# ---- design 1 ----
Figure 1. Metal 1 (design 1).
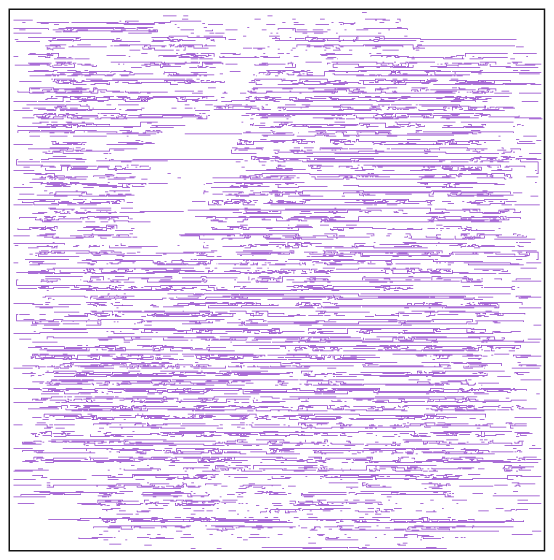

**config.mk**
```make
export PLATFORM = sky130hd
export DESIGN_NAME = fetch_unit
export DESIGN_NICKNAME = d
export VERILOG_FILES = /design/src/rtl/fetch_unit.sv
export SDC_FILE = /design/constraint.sdc
export NUM_CORES = 1
export LEC_CHECK = 0
export ABC_AREA = 1
export CAP_MARGIN = 25
export CORE_AREA = 2 2 167 169
export CTS_CLUSTER_SIZE = 14
export DETAILED_ROUTE_END_ITERATION = 8
export DIE_AREA = 0 0 169 171
export PLACE_DENSITY = 0.71
export SLEW_MARGIN = 5
export SYNTH_ARGS = -nofsm -noshare
export SYNTH_HDL_FRONTEND = slang
export SYNTH_SLANG_ARGS = --single-unit
```
**constraint.sdc**
```tcl
create_clock -name i_clk -period 4.3 [get_ports i_clk]
set_clock_uncertainty 0.15 [all_clocks]
set_input_delay 0.86 -clock i_clk [delete_from_list [all_inputs] [get_ports i_clk]]
set_output_delay 0.86 -clock i_clk [all_outputs]
set_load 0.01 [all_outputs]
```
**src/rtl/fetch_unit.sv**
```systemverilog
// Instruction fetch stage: PC, single-outstanding imem requests,
// and the producer side of the IF/ID register (instr/pc/pc+4/code).
module fetch_unit #(
    parameter int XLEN = 2,
    localparam int W = 1 << (XLEN + 4),
    parameter logic [W-1:0] RESET_VECTOR = '0
) (
    input  logic         i_clk,
    input  logic         i_rst,
    input  logic         i_clk_en,
    input  logic         i_stall_f,
    input  logic         i_redirect,
    input  logic [W-1:0] i_redirect_pc,
    input  logic         i_trap_redirect,
    input  logic [W-1:0] i_trap_pc,
    output logic         o_imem_req,
    output logic [W-1:0] o_imem_addr,
    input  logic         i_imem_ready,
    input  logic         i_imem_rvalid,
    input  logic [31:0]  i_imem_rdata,
    input  logic         i_imem_err,
    output logic [W-1:0] o_instr_f,
    output logic [W-1:0] o_pc_f,
    output logic [W-1:0] o_pc_p4_f,
    output logic [3:0]   o_exception_code_f,
    output logic         o_fetch_busy
);

    localparam logic [3:0]  NO_E                 = 4'hF;
    localparam logic [3:0]  E_INSTR_MISALIGNED   = 4'd0;
    localparam logic [3:0]  E_INSTR_ACCESS_FAULT = 4'd1;
    localparam logic [31:0] NOP                  = 32'h0000_0013;

    typedef enum logic [2:0] {
        S_REQ,
        S_WAIT,
        S_HOLD,
        S_DROP,
        S_FAULT
    } state_t;

    state_t      state_q, state_d;
    logic [W-1:0] pc_q, pc_d;
    logic [31:0] buf_instr_q, buf_instr_d;
    logic        buf_err_q, buf_err_d;

    logic        req;
    logic        pres;
    logic [31:0] p_instr;
    logic [W-1:0] p_pc;
    logic [3:0]  p_code;
    logic        outstanding;

    // Next-state, PC advance, buffer capture and the presented entry.
    always_comb begin
        state_d     = state_q;
        pc_d        = pc_q;
        buf_instr_d = buf_instr_q;
        buf_err_d   = buf_err_q;
        req         = 1'b0;
        pres        = 1'b0;
        p_instr     = NOP;
        p_pc        = '0;
        p_code      = NO_E;
        outstanding = 1'b0;

        unique case (state_q)
            S_REQ: begin
                if (pc_q[1:0] != 2'b00) begin
                    pres    = 1'b1;
                    p_instr = '0;
                    p_pc    = pc_q;
                    p_code  = E_INSTR_MISALIGNED;
                    if (!i_stall_f) state_d = S_FAULT;
                end else begin
                    req = 1'b1;
                    if (i_imem_ready) begin
                        state_d     = S_WAIT;
                        outstanding = 1'b1;
                    end
                end
            end
            S_WAIT: begin
                if (i_imem_rvalid) begin
                    pres    = 1'b1;
                    p_pc    = pc_q;
                    p_instr = i_imem_err ? 32'h0 : i_imem_rdata;
                    p_code  = i_imem_err ? E_INSTR_ACCESS_FAULT : NO_E;
                    if (i_stall_f) begin
                        buf_instr_d = p_instr;
                        buf_err_d   = i_imem_err;
                        state_d     = S_HOLD;
                    end else if (i_imem_err) begin
                        state_d = S_FAULT;
                    end else begin
                        pc_d    = pc_q + W'(4);
                        state_d = S_REQ;
                    end
                end else begin
                    outstanding = 1'b1;
                end
            end
            S_HOLD: begin
                pres    = 1'b1;
                p_pc    = pc_q;
                p_instr = buf_instr_q;
                p_code  = buf_err_q ? E_INSTR_ACCESS_FAULT : NO_E;
                if (!i_stall_f) begin
                    if (buf_err_q) begin
                        state_d = S_FAULT;
                    end else begin
                        pc_d    = pc_q + W'(4);
                        state_d = S_REQ;
                    end
                end
            end
            S_DROP: begin
                if (i_imem_rvalid) state_d = S_REQ;
                else outstanding = 1'b1;
            end
            S_FAULT: begin
                state_d = S_FAULT;
            end
            default: begin
                state_d = S_REQ;
            end
        endcase

        if (i_trap_redirect || i_redirect) begin
            pc_d        = i_trap_redirect ? i_trap_pc : i_redirect_pc;
            buf_instr_d = '0;
            buf_err_d   = 1'b0;
            state_d     = outstanding ? S_DROP : S_REQ;
        end
    end

    // State, PC and hold buffer; reset wins over the clock enable.
    always_ff @(posedge i_clk) begin
        if (i_rst) begin
            state_q     <= S_REQ;
            pc_q        <= RESET_VECTOR;
            buf_instr_q <= '0;
            buf_err_q   <= 1'b0;
        end else if (i_clk_en) begin
            state_q     <= state_d;
            pc_q        <= pc_d;
            buf_instr_q <= buf_instr_d;
            buf_err_q   <= buf_err_d;
        end
    end

    // Drive the IF/ID outputs; anything not presented is a bubble.
    always_comb begin
        o_imem_req  = req & ~i_rst;
        o_imem_addr = pc_q;
        if (pres && !i_rst) begin
            o_instr_f          = W'(p_instr);
            o_pc_f             = p_pc;
            o_pc_p4_f          = p_pc + W'(4);
            o_exception_code_f = p_code;
            o_fetch_busy       = 1'b0;
        end else begin
            o_instr_f          = W'(NOP);
            o_pc_f             = '0;
            o_pc_p4_f          = '0;
            o_exception_code_f = NO_E;
            o_fetch_busy       = 1'b1;
        end
    end

endmodule

```
# ---- design 2 ----
`src/rtl/pmod_pkg.sv`:
```
// Shared definitions for the PMOD button input stage.
// Contents:
//   deb_state_e             per-channel debounce FSM state encoding
//   DEFAULT_DEBOUNCE_CYCLES acceptance hold time (10 ms at 12 MHz)
//   BTN_PRESSED             pin level that means "button pressed"
package pmod_pkg;

  typedef enum logic [1:0] {
    REL          = 2'd0,
    PRESS_WAIT   = 2'd1,
    PRS          = 2'd2,
    RELEASE_WAIT = 2'd3
  } deb_state_e;

  localparam int DEFAULT_DEBOUNCE_CYCLES = 120000;

  localparam logic BTN_PRESSED = 1'b0;

endpackage

```
`src/rtl/debounce_channel.sv`:
```
// One debounced button channel: two-flop synchroniser, stability counter,
// four-state acceptance FSM and registered press/release strobes.
// Ports:
//   CLK, RST         rising-edge clock, synchronous active-high reset
//   i_pin            raw active-low pin, asynchronous to CLK
//   o_level          debounced active-low level (0 = pressed)
//   o_pressPulse     1-cycle strobe on accepted press
//   o_releasePulse   1-cycle strobe on accepted release
//   o_idle           1 when no transition is being timed
module debounce_channel
  import pmod_pkg::*;
#(
  parameter int DEBOUNCE_CYCLES = DEFAULT_DEBOUNCE_CYCLES,
  parameter int CNT_W           = 17
) (
  input  logic CLK,
  input  logic RST,
  input  logic i_pin,
  output logic o_level,
  output logic o_pressPulse,
  output logic o_releasePulse,
  output logic o_idle
);

  localparam logic [CNT_W-1:0] CNT_LAST = CNT_W'(DEBOUNCE_CYCLES - 1);
  localparam logic [CNT_W-1:0] CNT_ONE  = CNT_W'(1);

  logic             r_s1;
  logic             r_s2;
  deb_state_e       r_state;
  logic [CNT_W-1:0] r_cnt;
  logic             r_level;
  logic             r_press;
  logic             r_release;
  logic             r_idle;

  deb_state_e       w_stateNext;
  logic [CNT_W-1:0] w_cntNext;
  logic             w_levelNext;
  logic             w_pressNext;
  logic             w_releaseNext;

  // Synchroniser. Resets to the released level so a reset never looks like a press.
  always_ff @(posedge CLK) begin
    if (RST) begin
      r_s1 <= 1'b1;
      r_s2 <= 1'b1;
    end else begin
      r_s1 <= i_pin;
      r_s2 <= r_s1;
    end
  end

  // The counter starts at 1 on entry to a WAIT state because the entering sample
  // already counts toward the hold time; acceptance fires on the sample that
  // completes DEBOUNCE_CYCLES consecutive matching samples.
  always_comb begin
    w_stateNext   = r_state;
    w_cntNext     = r_cnt;
    w_levelNext   = r_level;
    w_pressNext   = 1'b0;
    w_releaseNext = 1'b0;
    case (r_state)
      REL: begin
        if (r_s2 == BTN_PRESSED) begin
          w_stateNext = PRESS_WAIT;
          w_cntNext   = CNT_ONE;
        end else begin
          w_cntNext = '0;
        end
      end
      PRESS_WAIT: begin
        if (r_s2 != BTN_PRESSED) begin
          w_stateNext = REL;
          w_cntNext   = '0;
        end else if (r_cnt == CNT_LAST) begin
          w_stateNext = PRS;
          w_cntNext   = '0;
          w_levelNext = BTN_PRESSED;
          w_pressNext = 1'b1;
        end else begin
          w_cntNext = r_cnt + 1'b1;
        end
      end
      PRS: begin
        if (r_s2 != BTN_PRESSED) begin
          w_stateNext = RELEASE_WAIT;
          w_cntNext   = CNT_ONE;
        end else begin
          w_cntNext = '0;
        end
      end
      RELEASE_WAIT: begin
        if (r_s2 == BTN_PRESSED) begin
          w_stateNext = PRS;
          w_cntNext   = '0;
        end else if (r_cnt == CNT_LAST) begin
          w_stateNext   = REL;
          w_cntNext     = '0;
          w_levelNext   = ~BTN_PRESSED;
          w_releaseNext = 1'b1;
        end else begin
          w_cntNext = r_cnt + 1'b1;
        end
      end
      default: begin
        w_stateNext = REL;
        w_cntNext   = '0;
        w_levelNext = ~BTN_PRESSED;
      end
    endcase
  end

  // State, counter and every output are registered. The idle flag is computed
  // from the next state so it lines up with the cycle the FSM is actually in.
  always_ff @(posedge CLK) begin
    if (RST) begin
      r_state   <= REL;
      r_cnt     <= '0;
      r_level   <= 1'b1;
      r_press   <= 1'b0;
      r_release <= 1'b0;
      r_idle    <= 1'b1;
    end else begin
      r_state   <= w_stateNext;
      r_cnt     <= w_cntNext;
      r_level   <= w_levelNext;
      r_press   <= w_pressNext;
      r_release <= w_releaseNext;
      r_idle    <= (w_stateNext != PRESS_WAIT) && (w_stateNext != RELEASE_WAIT);
    end
  end

  assign o_level        = r_level;
  assign o_pressPulse   = r_press;
  assign o_releasePulse = r_release;
  assign o_idle         = r_idle;

endmodule

```
`src/rtl/pmod_debouncer.sv`:
```
// Input stage for the button-count logic: N_CH raw active-low PMOD pins are
// synchronised and debounced independently.
// Ports:
//   CLK, RST       rising-edge clock, synchronous active-high reset
//   PMOD_IN        raw active-low pins (asynchronous)
//   PMOD_OUT       debounced active-low levels, feed the counter directly
//   PRESS_PULSE    per-channel 1-cycle strobe on accepted press
//   RELEASE_PULSE  per-channel 1-cycle strobe on accepted release
//   STABLE         1 when no channel is timing a transition
module pmod_debouncer
  import pmod_pkg::*;
#(
  parameter int N_CH            = 3,
  parameter int DEBOUNCE_CYCLES = DEFAULT_DEBOUNCE_CYCLES,
  parameter int CNT_W           = 17
) (
  input  logic            CLK,
  input  logic            RST,
  input  logic [N_CH-1:0] PMOD_IN,
  output logic [N_CH-1:0] PMOD_OUT,
  output logic [N_CH-1:0] PRESS_PULSE,
  output logic [N_CH-1:0] RELEASE_PULSE,
  output logic            STABLE
);

  logic [N_CH-1:0] w_idle;

  for (genvar g = 0; g < N_CH; g++) begin : g_ch
    debounce_channel #(
      .DEBOUNCE_CYCLES (DEBOUNCE_CYCLES),
      .CNT_W           (CNT_W)
    ) u_ch (
      .CLK            (CLK),
      .RST            (RST),
      .i_pin          (PMOD_IN[g]),
      .o_level        (PMOD_OUT[g]),
      .o_pressPulse   (PRESS_PULSE[g]),
      .o_releasePulse (RELEASE_PULSE[g]),
      .o_idle         (w_idle[g])
    );
  end

  // Each idle flag is a flop, so the AND is a clean function of registered state.
  assign STABLE = &w_idle;

endmodule

```
`config.mk`:
```
export PLATFORM = sky130hd
export DESIGN_NAME = pmod_debouncer
export DESIGN_NICKNAME = d
export VERILOG_FILES = /design/src/rtl/pmod_pkg.sv /design/src/rtl/debounce_channel.sv /design/src/rtl/pmod_debouncer.sv
export SDC_FILE = /design/constraint.sdc
export NUM_CORES = 1
export LEC_CHECK = 0
export ABC_AREA = 1
export CAP_MARGIN = 20
export CORE_MARGIN = 3
export CORE_UTILIZATION = 25
export DETAILED_ROUTE_END_ITERATION = 8
export HOLD_SLACK_MARGIN = 0.15
export SLEW_MARGIN = 20
export SYNTH_ARGS = -nofsm -noshare
export SYNTH_HDL_FRONTEND = slang
export SYNTH_SLANG_ARGS = --single-unit
```
`constraint.sdc`:
```
create_clock -name CLK -period 1.8 [get_ports CLK]
set_input_delay 0.18 -clock CLK [delete_from_list [all_inputs] [get_ports CLK]]
set_output_delay 0.18 -clock CLK [all_outputs]
set_load 0.1 [all_outputs]
```
# ---- design 3 ----
<file path="src/rtl/yapay_zeka_carpim_toplayici.sv">
// yapay_zeka_carpim_toplayici
// Two-stage multiply-accumulate back end of the AI accelerator.
//   Stage 1 multiplies corresponding signed lanes of the data and
//   coefficient words. Stage 2 sums the lane products and accumulates
//   them into a SONUC_BIT-wide result.
//
// Ports:
//   clk_i           clock, all state updates on posedge
//   rst_ni          synchronous reset, active-low
//   ddb_durdur_i    pipeline stall, freezes every register
//   carpma_rst_i    1 = idle/hold, 0 = operands valid this cycle
//   carp_deger1_i   packed data operand
//   carp_deger2_i   packed coefficient operand
//   sonuc_o         accumulator value
//   sonuc_gecerli_o completed run held in sonuc_o, pipeline empty
//
// Configuration macro:
//   YZH_DOYURMALI_TOPLAMA_EN  saturating stage-2 add instead of wrapping

module yapay_zeka_carpim_toplayici #(
    parameter int unsigned SERIT_BIT = 8,
    parameter int unsigned SONUC_BIT = 32
) (
    input  logic                 clk_i,
    input  logic                 rst_ni,
    input  logic                 ddb_durdur_i,
    input  logic                 carpma_rst_i,
    input  logic [31:0]          carp_deger1_i,
    input  logic [31:0]          carp_deger2_i,
    output logic [SONUC_BIT-1:0] sonuc_o,
    output logic                 sonuc_gecerli_o
);

    localparam int SERIT_SAYISI = 32 / SERIT_BIT;
    localparam int CARPIM_BIT   = 2 * SERIT_BIT;

    logic                         onceki_bos;
    logic                         s1_v;
    logic                         s1_ilk;
    logic                         gecerli;
    logic signed [CARPIM_BIT-1:0] s1_carpim [SERIT_SAYISI];
    logic signed [CARPIM_BIT-1:0] carpim    [SERIT_SAYISI];
    logic signed [SONUC_BIT-1:0]  acc;
    logic signed [SONUC_BIT-1:0]  toplam;
    logic signed [SONUC_BIT-1:0]  acc_yeni;
    logic                         etkin;
    logic                         ilk;

    assign etkin = ~carpma_rst_i & ~ddb_durdur_i;
    // A run starts on the first accepted operand after an idle cycle.
    assign ilk   = etkin & onceki_bos;

    // Lane products; operands sign-extended to product width first.
    always_comb begin
        for (int k = 0; k < SERIT_SAYISI; k++) begin
            carpim[k] = CARPIM_BIT'($signed(carp_deger1_i[k*SERIT_BIT +: SERIT_BIT]))
                      * CARPIM_BIT'($signed(carp_deger2_i[k*SERIT_BIT +: SERIT_BIT]));
        end
    end

    always_comb begin
        toplam = '0;
        for (int k = 0; k < SERIT_SAYISI; k++) begin
            toplam = toplam + SONUC_BIT'(s1_carpim[k]);
        end
    end

`ifdef YZH_DOYURMALI_TOPLAMA_EN
    logic signed [SONUC_BIT-1:0] toplam_ham;

    // Overflow only when both addends share a sign that the sum lost.
    always_comb begin
        toplam_ham = acc + toplam;
        acc_yeni   = toplam_ham;
        if ((acc[SONUC_BIT-1] == toplam[SONUC_BIT-1]) &&
            (toplam_ham[SONUC_BIT-1] != acc[SONUC_BIT-1])) begin
            acc_yeni = acc[SONUC_BIT-1] ? {1'b1, {(SONUC_BIT-1){1'b0}}}
                                        : {1'b0, {(SONUC_BIT-1){1'b1}}};
        end
    end
`else
    always_comb begin
        acc_yeni = acc + toplam;
    end
`endif

    always_ff @(posedge clk_i) begin
        if (!rst_ni) begin
            onceki_bos <= 1'b1;
            s1_v       <= 1'b0;
            s1_ilk     <= 1'b0;
            acc        <= '0;
            gecerli    <= 1'b0;
            for (int k = 0; k < SERIT_SAYISI; k++) begin
                s1_carpim[k] <= '0;
            end
        end else if (!ddb_durdur_i) begin
            onceki_bos <= carpma_rst_i;
            s1_v       <= etkin;
            if (etkin) begin
                s1_ilk <= ilk;
                for (int k = 0; k < SERIT_SAYISI; k++) begin
                    s1_carpim[k] <= carpim[k];
                end
            end
            if (s1_v) begin
                acc <= s1_ilk ? toplam : acc_yeni;
            end
            // Drained: stage 2 consumes the last product, stage 1 gets nothing.
            if (ilk) begin
                gecerli <= 1'b0;
            end else if (s1_v && !etkin) begin
                gecerli <= 1'b1;
            end
        end
    end

    assign sonuc_o         = acc;
    assign sonuc_gecerli_o = gecerli;

endmodule

</file>
<file path="config.mk">
export PLATFORM = sky130hd
export DESIGN_NAME = yapay_zeka_carpim_toplayici
export DESIGN_NICKNAME = d
export VERILOG_FILES = /design/src/rtl/yapay_zeka_carpim_toplayici.sv
export SDC_FILE = /design/constraint.sdc
export NUM_CORES = 1
export LEC_CHECK = 0
export ABC_AREA = 1
export CAP_MARGIN = 20
export CORE_MARGIN = 10
export CORE_UTILIZATION = 34
export CTS_BUF_LIST = sky130_fd_sc_hd__clkbuf_4 sky130_fd_sc_hd__clkbuf_8 sky130_fd_sc_hd__clkbuf_16
export CTS_CLUSTER_DIAMETER = 200
export DETAILED_ROUTE_END_ITERATION = 16
export PLACE_DENSITY_LB_ADDON = 0.08
export SETUP_SLACK_MARGIN = 0.1
export SKIP_LAST_GASP = 1
export SLEW_MARGIN = 20
export SYNTH_ARGS = -nofsm -noshare
export SYNTH_HDL_FRONTEND = slang
export SYNTH_SLANG_ARGS = --single-unit
</file>
<file path="constraint.sdc">
create_clock -name clk_i -period 5.5 [get_ports clk_i]
set_input_delay 1.1 -clock clk_i [delete_from_list [all_inputs] [get_ports clk_i]]
set_output_delay 1.1 -clock clk_i [all_outputs]
set_load 0.02 [all_outputs]
</file>
# ---- design 4 ----
--- config.mk ---
export PLATFORM = sky130hd
export DESIGN_NAME = bpm_calculator
export DESIGN_NICKNAME = d
export VERILOG_FILES = /design/src/rtl/bpm_pkg.sv /design/src/rtl/bpm_seq_divider.sv /design/src/rtl/bpm_calculator.sv
export SDC_FILE = /design/constraint.sdc
export NUM_CORES = 1
export LEC_CHECK = 0
export CORE_MARGIN = 4
export CORE_UTILIZATION = 55
export CTS_CLUSTER_SIZE = 30
export DETAILED_ROUTE_END_ITERATION = 10
export GPL_TIMING_DRIVEN = 0
export MAX_ROUTING_LAYER = met4
export PLACE_DENSITY = 0.8
export SLEW_MARGIN = 10
export SYNTH_ARGS = -nofsm -noshare
export SYNTH_HDL_FRONTEND = slang
export SYNTH_SLANG_ARGS = --single-unit
--- constraint.sdc ---
create_clock -name clk -period 3.2 [get_ports clk]
set_input_delay 0.48 -clock clk [delete_from_list [all_inputs] [get_ports clk]]
set_output_delay 0.48 -clock clk [all_outputs]
set_load 0.1 [all_outputs]
--- src/rtl/bpm_pkg.sv ---
// Shared types and helpers for the BPM calculator slice.
package bpm_pkg;

    typedef enum logic [0:0] {
        S_WAIT_FIRST = 1'b0,
        S_TRACK      = 1'b1
    } fsm_state_t;

    typedef enum logic [1:0] {
        D_IDLE = 2'd0,
        D_RUN  = 2'd1,
        D_DONE = 2'd2
    } div_state_t;

    // Bits needed to hold the numerator 60*fs.
    function automatic int calc_num_w(input int fs);
        return $clog2(60 * fs + 1);
    endfunction

endpackage

--- src/rtl/bpm_seq_divider.sv ---
// Unsigned restoring divider, one quotient bit per cycle, saturating quotient.
// The first quotient bit is resolved while loading, so NUM_W bits take NUM_W cycles.
module bpm_seq_divider
    import bpm_pkg::*;
#(
    parameter int NUM_W = 13,
    parameter int DEN_W = 10,
    parameter int Q_W   = 8
) (
    input  logic             clk,
    input  logic             rst,
    input  logic             flush,
    input  logic             start,
    input  logic [NUM_W-1:0] num,
    input  logic [DEN_W-1:0] den,
    output logic             busy,
    output logic             done,
    output logic [Q_W-1:0]   quot
);

    localparam int CNT_BITS = $clog2(NUM_W + 1);
    localparam logic [CNT_BITS-1:0] STEPS_AFTER_LOAD = CNT_BITS'(NUM_W - 1);
    localparam logic [CNT_BITS-1:0] LAST_STEP        = CNT_BITS'(1);
    localparam logic [NUM_W-1:0]    Q_SAT            = NUM_W'((1 << Q_W) - 1);

    div_state_t          state_r;
    logic [DEN_W-1:0]    rem_r;
    logic [DEN_W-1:0]    den_r;
    logic [NUM_W-1:0]    q_r;
    logic [CNT_BITS-1:0] step_cnt_r;
    logic                busy_r;
    logic [DEN_W+NUM_W-1:0] step_s;
    logic [DEN_W+NUM_W-1:0] load_s;

    // One restoring step: shift in the next dividend bit, subtract if it fits.
    function automatic logic [DEN_W+NUM_W-1:0] div_step(
        input logic [DEN_W-1:0] rem,
        input logic [NUM_W-1:0] q,
        input logic [DEN_W-1:0] d
    );
        logic [DEN_W:0] trial;
        logic [DEN_W:0] diff;
        trial = {rem, q[NUM_W-1]};
        diff  = trial - {1'b0, d};
        if (trial >= {1'b0, d}) begin
            return {DEN_W'(diff), q[NUM_W-2:0], 1'b1};
        end else begin
            return {DEN_W'(trial), q[NUM_W-2:0], 1'b0};
        end
    endfunction

    // Next-step values for the running iteration and for a fresh load.
    always_comb begin
        step_s = div_step(rem_r, q_r, den_r);
        load_s = div_step({DEN_W{1'b0}}, num, den);
        if (q_r > Q_SAT) begin
            quot = Q_W'(Q_SAT);
        end else begin
            quot = Q_W'(q_r);
        end
    end

    // Divider sequencer: load, iterate, present result for one cycle.
    always_ff @(posedge clk) begin
        if (rst || flush) begin
            state_r    <= D_IDLE;
            rem_r      <= {DEN_W{1'b0}};
            den_r      <= {DEN_W{1'b0}};
            q_r        <= {NUM_W{1'b0}};
            step_cnt_r <= {CNT_BITS{1'b0}};
            busy_r     <= 1'b0;
        end else begin
            case (state_r)
                D_IDLE: begin
                    if (start) begin
                        {rem_r, q_r} <= load_s;
                        den_r        <= den;
                        step_cnt_r   <= STEPS_AFTER_LOAD;
                        busy_r       <= 1'b1;
                        state_r      <= D_RUN;
                    end
                end
                D_RUN: begin
                    {rem_r, q_r} <= step_s;
                    step_cnt_r   <= step_cnt_r - LAST_STEP;
                    if (step_cnt_r == LAST_STEP) begin
                        state_r <= D_DONE;
                    end
                end
                D_DONE: begin
                    busy_r  <= 1'b0;
                    state_r <= D_IDLE;
                end
                default: begin
                    busy_r  <= 1'b0;
                    state_r <= D_IDLE;
                end
            endcase
        end
    end

    assign busy = busy_r;
    assign done = (state_r == D_DONE);

endmodule

--- src/rtl/bpm_calculator.sv ---
// Peak-interval averaging and 60*FS/avg BPM computation.
// Optional feature macro: BPM_TIMEOUT_EN (no-pulse timeout back to S_WAIT_FIRST).
module bpm_calculator
    import bpm_pkg::*;
#(
    parameter int FS           = 125,
    parameter int CNT_W        = 10,
    parameter int AVG_LOG2     = 2,
    parameter int BPM_W        = 8,
    parameter int MIN_INTERVAL = 30,
    parameter int MAX_INTERVAL = 375
) (
    input  logic             clk,
    input  logic             rst,
    input  logic             en,
    input  logic             valid_in,
    input  logic             peak_in,
    output logic [BPM_W-1:0] bpm_out,
    output logic             bpm_valid,
    output logic             busy,
    output logic             no_pulse
);

    localparam int N     = 1 << AVG_LOG2;
    localparam int NUM_W = calc_num_w(FS);
    localparam int SUM_W = CNT_W + AVG_LOG2;
    localparam int FW    = AVG_LOG2 + 1;
    localparam logic [NUM_W-1:0] NUM_C     = NUM_W'(60 * FS);
    localparam logic [CNT_W-1:0] CNT_SAT   = {CNT_W{1'b1}};
    localparam logic [CNT_W-1:0] CNT_ONE   = CNT_W'(1);
    localparam logic [CNT_W-1:0] MIN_C     = CNT_W'(MIN_INTERVAL);
    localparam logic [FW-1:0]    FILL_FULL = FW'(N);
    localparam logic [FW-1:0]    FILL_NEAR = FW'(N - 1);
    localparam logic [FW-1:0]    FILL_ONE  = FW'(1);

    if (MAX_INTERVAL >= (1 << CNT_W)) begin : g_bad_max_interval
        $error("MAX_INTERVAL must be below 2**CNT_W");
    end

    fsm_state_t          state_r;
    logic [CNT_W-1:0]    cnt_r;
    logic [CNT_W-1:0]    ring_r [N];
    logic [AVG_LOG2-1:0] wr_ptr_r;
    logic [SUM_W-1:0]    sum_r;
    logic [FW-1:0]       fill_r;
    logic                push_r;
    logic [CNT_W-1:0]    new_int_r;
    logic                start_r;
    logic [BPM_W-1:0]    bpm_out_r;
    logic                bpm_valid_r;
    logic                no_pulse_r;

    logic                peak_ok_s;
    logic                first_s;
    logic                accept_s;
    logic                timeout_s;
    logic [CNT_W-1:0]    reload_s;
    logic                div_busy_s;
    logic                div_done_s;
    logic [BPM_W-1:0]    div_quot_s;

    // Peak classification and timeout detection.
    always_comb begin
        peak_ok_s = en & peak_in;
        reload_s  = {{(CNT_W-1){1'b0}}, valid_in};
        if (peak_ok_s && state_r == S_WAIT_FIRST) begin
            first_s  = 1'b1;
            accept_s = 1'b0;
        end else if (peak_ok_s && cnt_r >= MIN_C) begin
            first_s  = 1'b0;
            accept_s = 1'b1;
        end else begin
            first_s  = 1'b0;
            accept_s = 1'b0;
        end
`ifdef BPM_TIMEOUT_EN
        if (en && state_r == S_TRACK && cnt_r >= CNT_W'(MAX_INTERVAL)) begin
            timeout_s = 1'b1;
        end else begin
            timeout_s = 1'b0;
        end
`else
        timeout_s = 1'b0;
`endif
    end

    // Accept at E, commit history at E+1, kick the divider so it loads at E+2.
    always_ff @(posedge clk) begin
        if (rst) begin
            state_r     <= S_WAIT_FIRST;
            cnt_r       <= {CNT_W{1'b0}};
            wr_ptr_r    <= {AVG_LOG2{1'b0}};
            sum_r       <= {SUM_W{1'b0}};
            fill_r      <= {FW{1'b0}};
            push_r      <= 1'b0;
            new_int_r   <= {CNT_W{1'b0}};
            start_r     <= 1'b0;
            bpm_out_r   <= {BPM_W{1'b0}};
            bpm_valid_r <= 1'b0;
            no_pulse_r  <= 1'b0;
            for (int i = 0; i < N; i++) begin
                ring_r[i] <= {CNT_W{1'b0}};
            end
        end else begin
            push_r      <= 1'b0;
            start_r     <= 1'b0;
            bpm_valid_r <= 1'b0;
            if (en && valid_in && cnt_r != CNT_SAT) begin
                cnt_r <= cnt_r + CNT_ONE;
            end
            if (timeout_s) begin
                state_r     <= S_WAIT_FIRST;
                wr_ptr_r    <= {AVG_LOG2{1'b0}};
                sum_r       <= {SUM_W{1'b0}};
                fill_r      <= {FW{1'b0}};
                no_pulse_r  <= 1'b1;
                bpm_out_r   <= {BPM_W{1'b0}};
                bpm_valid_r <= 1'b1;
                for (int i = 0; i < N; i++) begin
                    ring_r[i] <= {CNT_W{1'b0}};
                end
            end else begin
                if (first_s || accept_s) begin
                    cnt_r <= reload_s;
                end
                if (first_s) begin
                    state_r <= S_TRACK;
                end
                if (accept_s) begin
                    push_r     <= 1'b1;
                    new_int_r  <= cnt_r;
                    no_pulse_r <= 1'b0;
                end
                if (push_r) begin
                    ring_r[wr_ptr_r] <= new_int_r;
                    sum_r    <= sum_r - SUM_W'(ring_r[wr_ptr_r]) + SUM_W'(new_int_r);
                    wr_ptr_r <= wr_ptr_r + 1'b1;
                    if (fill_r != FILL_FULL) begin
                        fill_r <= fill_r + FILL_ONE;
                    end
                    start_r <= (fill_r >= FILL_NEAR) && !div_busy_s;
                end
                if (div_done_s) begin
                    bpm_out_r   <= div_quot_s;
                    bpm_valid_r <= 1'b1;
                end
            end
        end
    end

    bpm_seq_divider #(
        .NUM_W (NUM_W),
        .DEN_W (CNT_W),
        .Q_W   (BPM_W)
    ) u_div (
        .clk   (clk),
        .rst   (rst),
        .flush (timeout_s),
        .start (start_r),
        .num   (NUM_C),
        .den   (sum_r[SUM_W-1:AVG_LOG2]),
        .busy  (div_busy_s),
        .done  (div_done_s),
        .quot  (div_quot_s)
    );

    assign bpm_out   = bpm_out_r;
    assign bpm_valid = bpm_valid_r;
    assign busy      = div_busy_s;
    assign no_pulse  = no_pulse_r;

endmodule

Figure 2. Sequential cells colored by netlist name (design 4).
Other sequential cells in the stronger gray, the rest of the logic in the fainter gray.
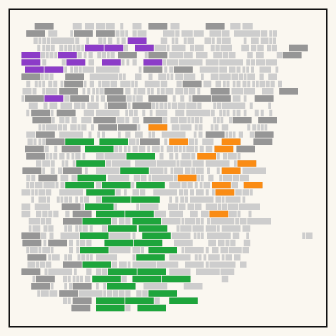
green -> `ring_r`  # flops 40
purple -> `u_div.q_r`  # flops 13, where north-west
orange -> `sum_r`  # flops 12
not colored = 66

==> flow_summary.ini, design 4 <==
; flow metrics
[sta]
setup_ws_ps = -103
setup_viol = 2
holdWs_ps = 462

[finish]
n_antenna_cell = 0
fillCellCount = 872
final_core_util_pct = 66.3

[power_and_ir_drop]
sequentialPowerShare_pct = 46.4

[critical_path]
worstPathCellList = buf_12, mux4_2, fa_1, inv_2, ha_4, o21a_4, a2111oi_4, o21ai_2, a31oi_2, nor3_1, a311o_1
cp_top_family = AND-OR/OR-AND gates
rr_endpoint = sum_r[9]
path_max_fanout = 5
crit_arrival_ps = 3620
crit_type = reg -> reg

[outcome]
outcome = finished with violations
violations = setup timing

[clocking]
cts_setup_buffers = 11
numCtsBuffers = 17
ctsResizeCount = 12

[grt]
grt_pass1_vias = 5461
grt.met3_usage_pct = 4.46

[detailed_routing]
highest_layer = met4
avgRoutedWirePerCell_um = 17.6
wirelength_um = 16700
wl_met3_um = 1120
drtAntennaViolNets = 0

[logic_synthesis]
async_flop_share_pct = 0

[flow_run]
drv_cap = 0

[die]
core_um2 = 12100
fp_util_pct = 56.2

[placed_design]
placed_area_um2 = 7150
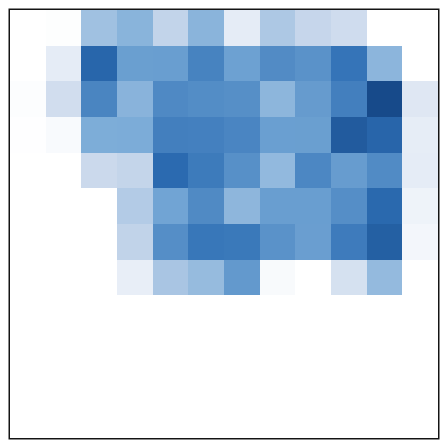
Figure 3: design 2, placement density heat map.
The die is cut into 12 by 12 equal tiles; white is low, dark blue is high, 0 to 100% covered.
nearly empty tiles = 48%
fullest tile = 90%
tiles over 75% full = 4.9%
mean over tiles = 25%
post-layout util: 30.5%
CORE AREA: 13500 um2
FP Util: 25.9%

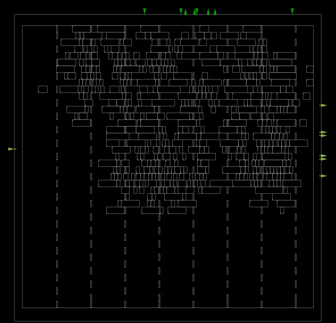
Figure 4: design 2, cell placement.
num rows: 42
Tap Cells: 176

==> flow_summary.ini, design 2 <==
; flow metrics
[grt]
gr-usage-all-layers_pct = 9.76
antenna_found_initial = 0
grt_overflow = 0
grt_pass1_vias = 2786

[critical_path]
end_kind = flop
cp.depth = 8
cpPeakStageDelay_ps = 350
startpoint_type = flop

[power_and_ir_drop]
powerComb_uw = 64.0
netSwitchingPower_uw = 688

[finish]
regArea_um2 = 1500
stdcell_count = 673
largest_reg_flops = 51
nonClkBufAreaFrac_pct = 3.48

[logic_synthesis]
ff_type = dfxtp_1
ys_seq_share_pct = 43.0
async_flop_share_pct = 0
ys_cells = 480
top_cell_area_share_pct = 43.0
edf_count = 0

[clocking]
h-tree-depth = 3
cts_hold_buf = 0
root_buffer = clkbuf_16

[placed_design]
dp_hpwl_um = 5150

[min_path]
whs_path_depth = 1

[outcome]
outcome = complete, no violations

[sta]
final.min_clock_period_ps = 1600
setup_viol = 0

[detailed_routing]
wirelength_um = 6940
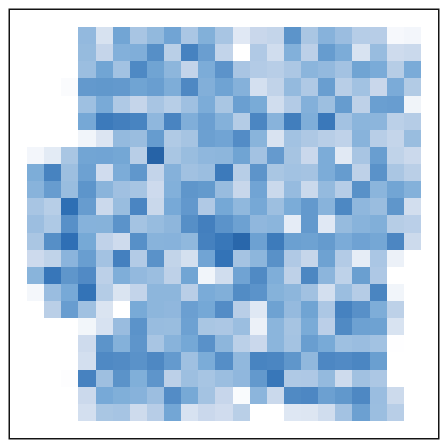
Figure 5: design 3, placement density heat map.
The die is cut into 25 by 25 equal tiles; white is low, dark blue is high, 0 to 100% covered.
tiles over 75% full = 0.30%
nearly empty tiles = 25%
densest ninth of the die = center
mean over tiles = 32%
post-layout util: 39.5%
FP Util: 34.2%
CORE AREA: 52400 um2

==> flow_summary.ini, design 3 <==
; flow metrics
[sta]
tightest_slew_ps = 816
drv_slew = 0
holdWs_ps = 464

[die]
tapCellCount = 688
fp.dieH_um = 250
rows = 84
chipWidth_um = 250

[finish]
clkCellAreaFrac_pct = 1.51
fillCellCount = 5455
num-clock-buffers = 9
stdcell_count = 3248
largest_reg_flops = 64
areaGrowthSynthToFinish_pct = 15.6

[flow_run]
tool_warnings = 29

[detailed_routing]
m1WireLength_um = 21100

[grt]
gr-usage-all-layers_pct = 14.6
grt_first_pass_wirelength_um = 76800

[clocking]
root_buffer = clkbuf_16
clock_sinks = 100
cts_hold_buf = 0
clkTransAtPathRegs_ps = 90
clk_path_buf_depth = 2

[power_and_ir_drop]
netSwitchingPower_mw = 7.11
peakVddDrop_uv = 366
pg_clk_uw = 670

[critical_path]
end_kind = flop
worstPathCellList = clkdlybuf4s50_1, inv_1, buf_4, or2_2, fa_1, fa_1, fa_1, fa_1, inv_1, ha_1, nand2_1, inv_1, nand3_1, nor4_2, nand2_1, o2111ai_1, o21ai_0, a21oi_1

[logic_synthesis]
synthTopCellsByCount = inv_1 (658), nand2_1 (527), fa_1 (254)

[outcome]
outcome = complete, no violations
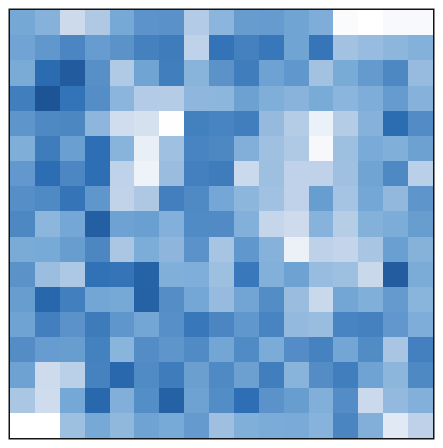
Figure 6: design 1, placement density heat map.
The die is cut into 17 by 17 equal tiles; white is low, dark blue is high, 0 to 100% covered.
mean over tiles = 50%
fullest tile = 86%
nearly empty tiles = 1.4%
tiles over 75% full = 5.5%
FP Util: 36.1%
CORE AREA: 27300 um2
post-layout util: 54.7%

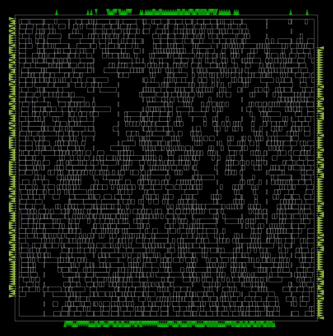
Figure 7: design 1, cell placement.
flop count: 100
Tap Cells: 346

About Figure 1:
nets with wire on the layer = 2167
longest straight run = 63.0 um

==> flow_summary.ini, design 1 <==
; flow metrics
[placed_design]
port-buffer-count = 398
dp.cells = 2584

[flow_run]
drv_cap = 0

[logic_synthesis]
topCellsByArea = dfxtp_1 (20%), nand2_1 (19%), nor2_1 (16%)
yosys_area_um2 = 9860
synthTopCellsByCount = nand2_1 (512), nor2_1 (418), a21oi_1 (193)
top_cell_area_share_pct = 20.3
ys_types = 40
xor_share_pct = 1.24

[finish]
n_antenna_cell = 0
logic_gate_count = 1506
final_layout_top_logic_cell = nand2_1

[clocking]
numCtsBuffers = 9
h-tree-depth = 3

[sta]
final.min_clock_period_ps = 4220
maxClockFrequency_mhz = 237
setup_ws_ps = 78.5

[detailed_routing]
drc_errors = 0
highest_layer = met4
via_per_inst = 5.34

[outcome]
outcome = complete, no violations

[critical_path]
crit_type = in -> out
rr_endpoint = o_imem_addr[44]
cp_top_family = buffers and inverters

[grt]
grt_start_max_net_pins = 65
grt.met3_usage_pct = 5.39

[min_path]
hp-class = reg -> reg

[power_and_ir_drop]
internal-power_mw = 1.98


## Gallery

M2 wires.
Cells faint in the background.
image #1
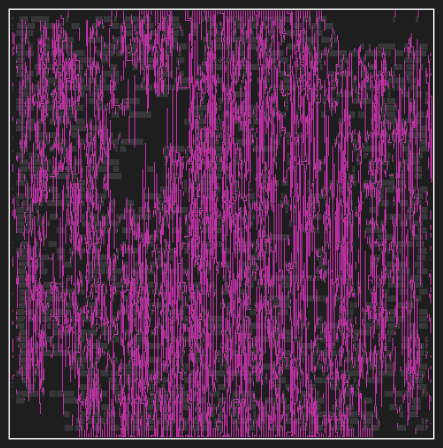
image #2
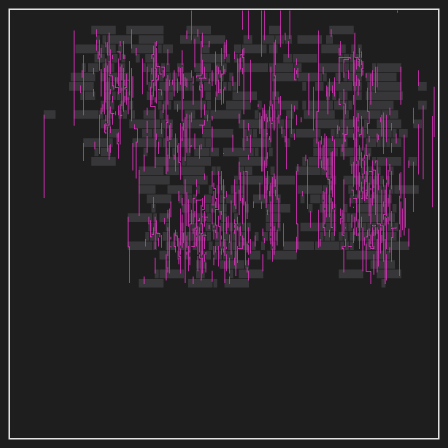
image #3
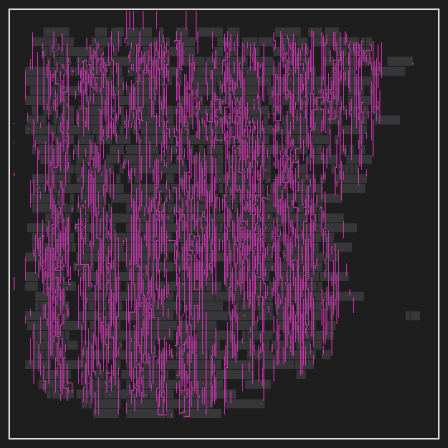
image #4
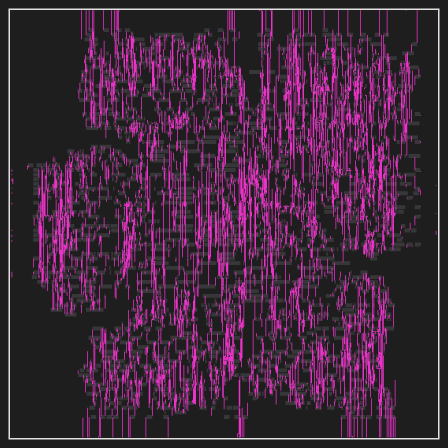
- design 3 = image #4
- design 2 = image #2
- design 4 = image #3
- design 1 = image #1

Key to image #2:
main direction = vertical
share of all routed wire = 47%

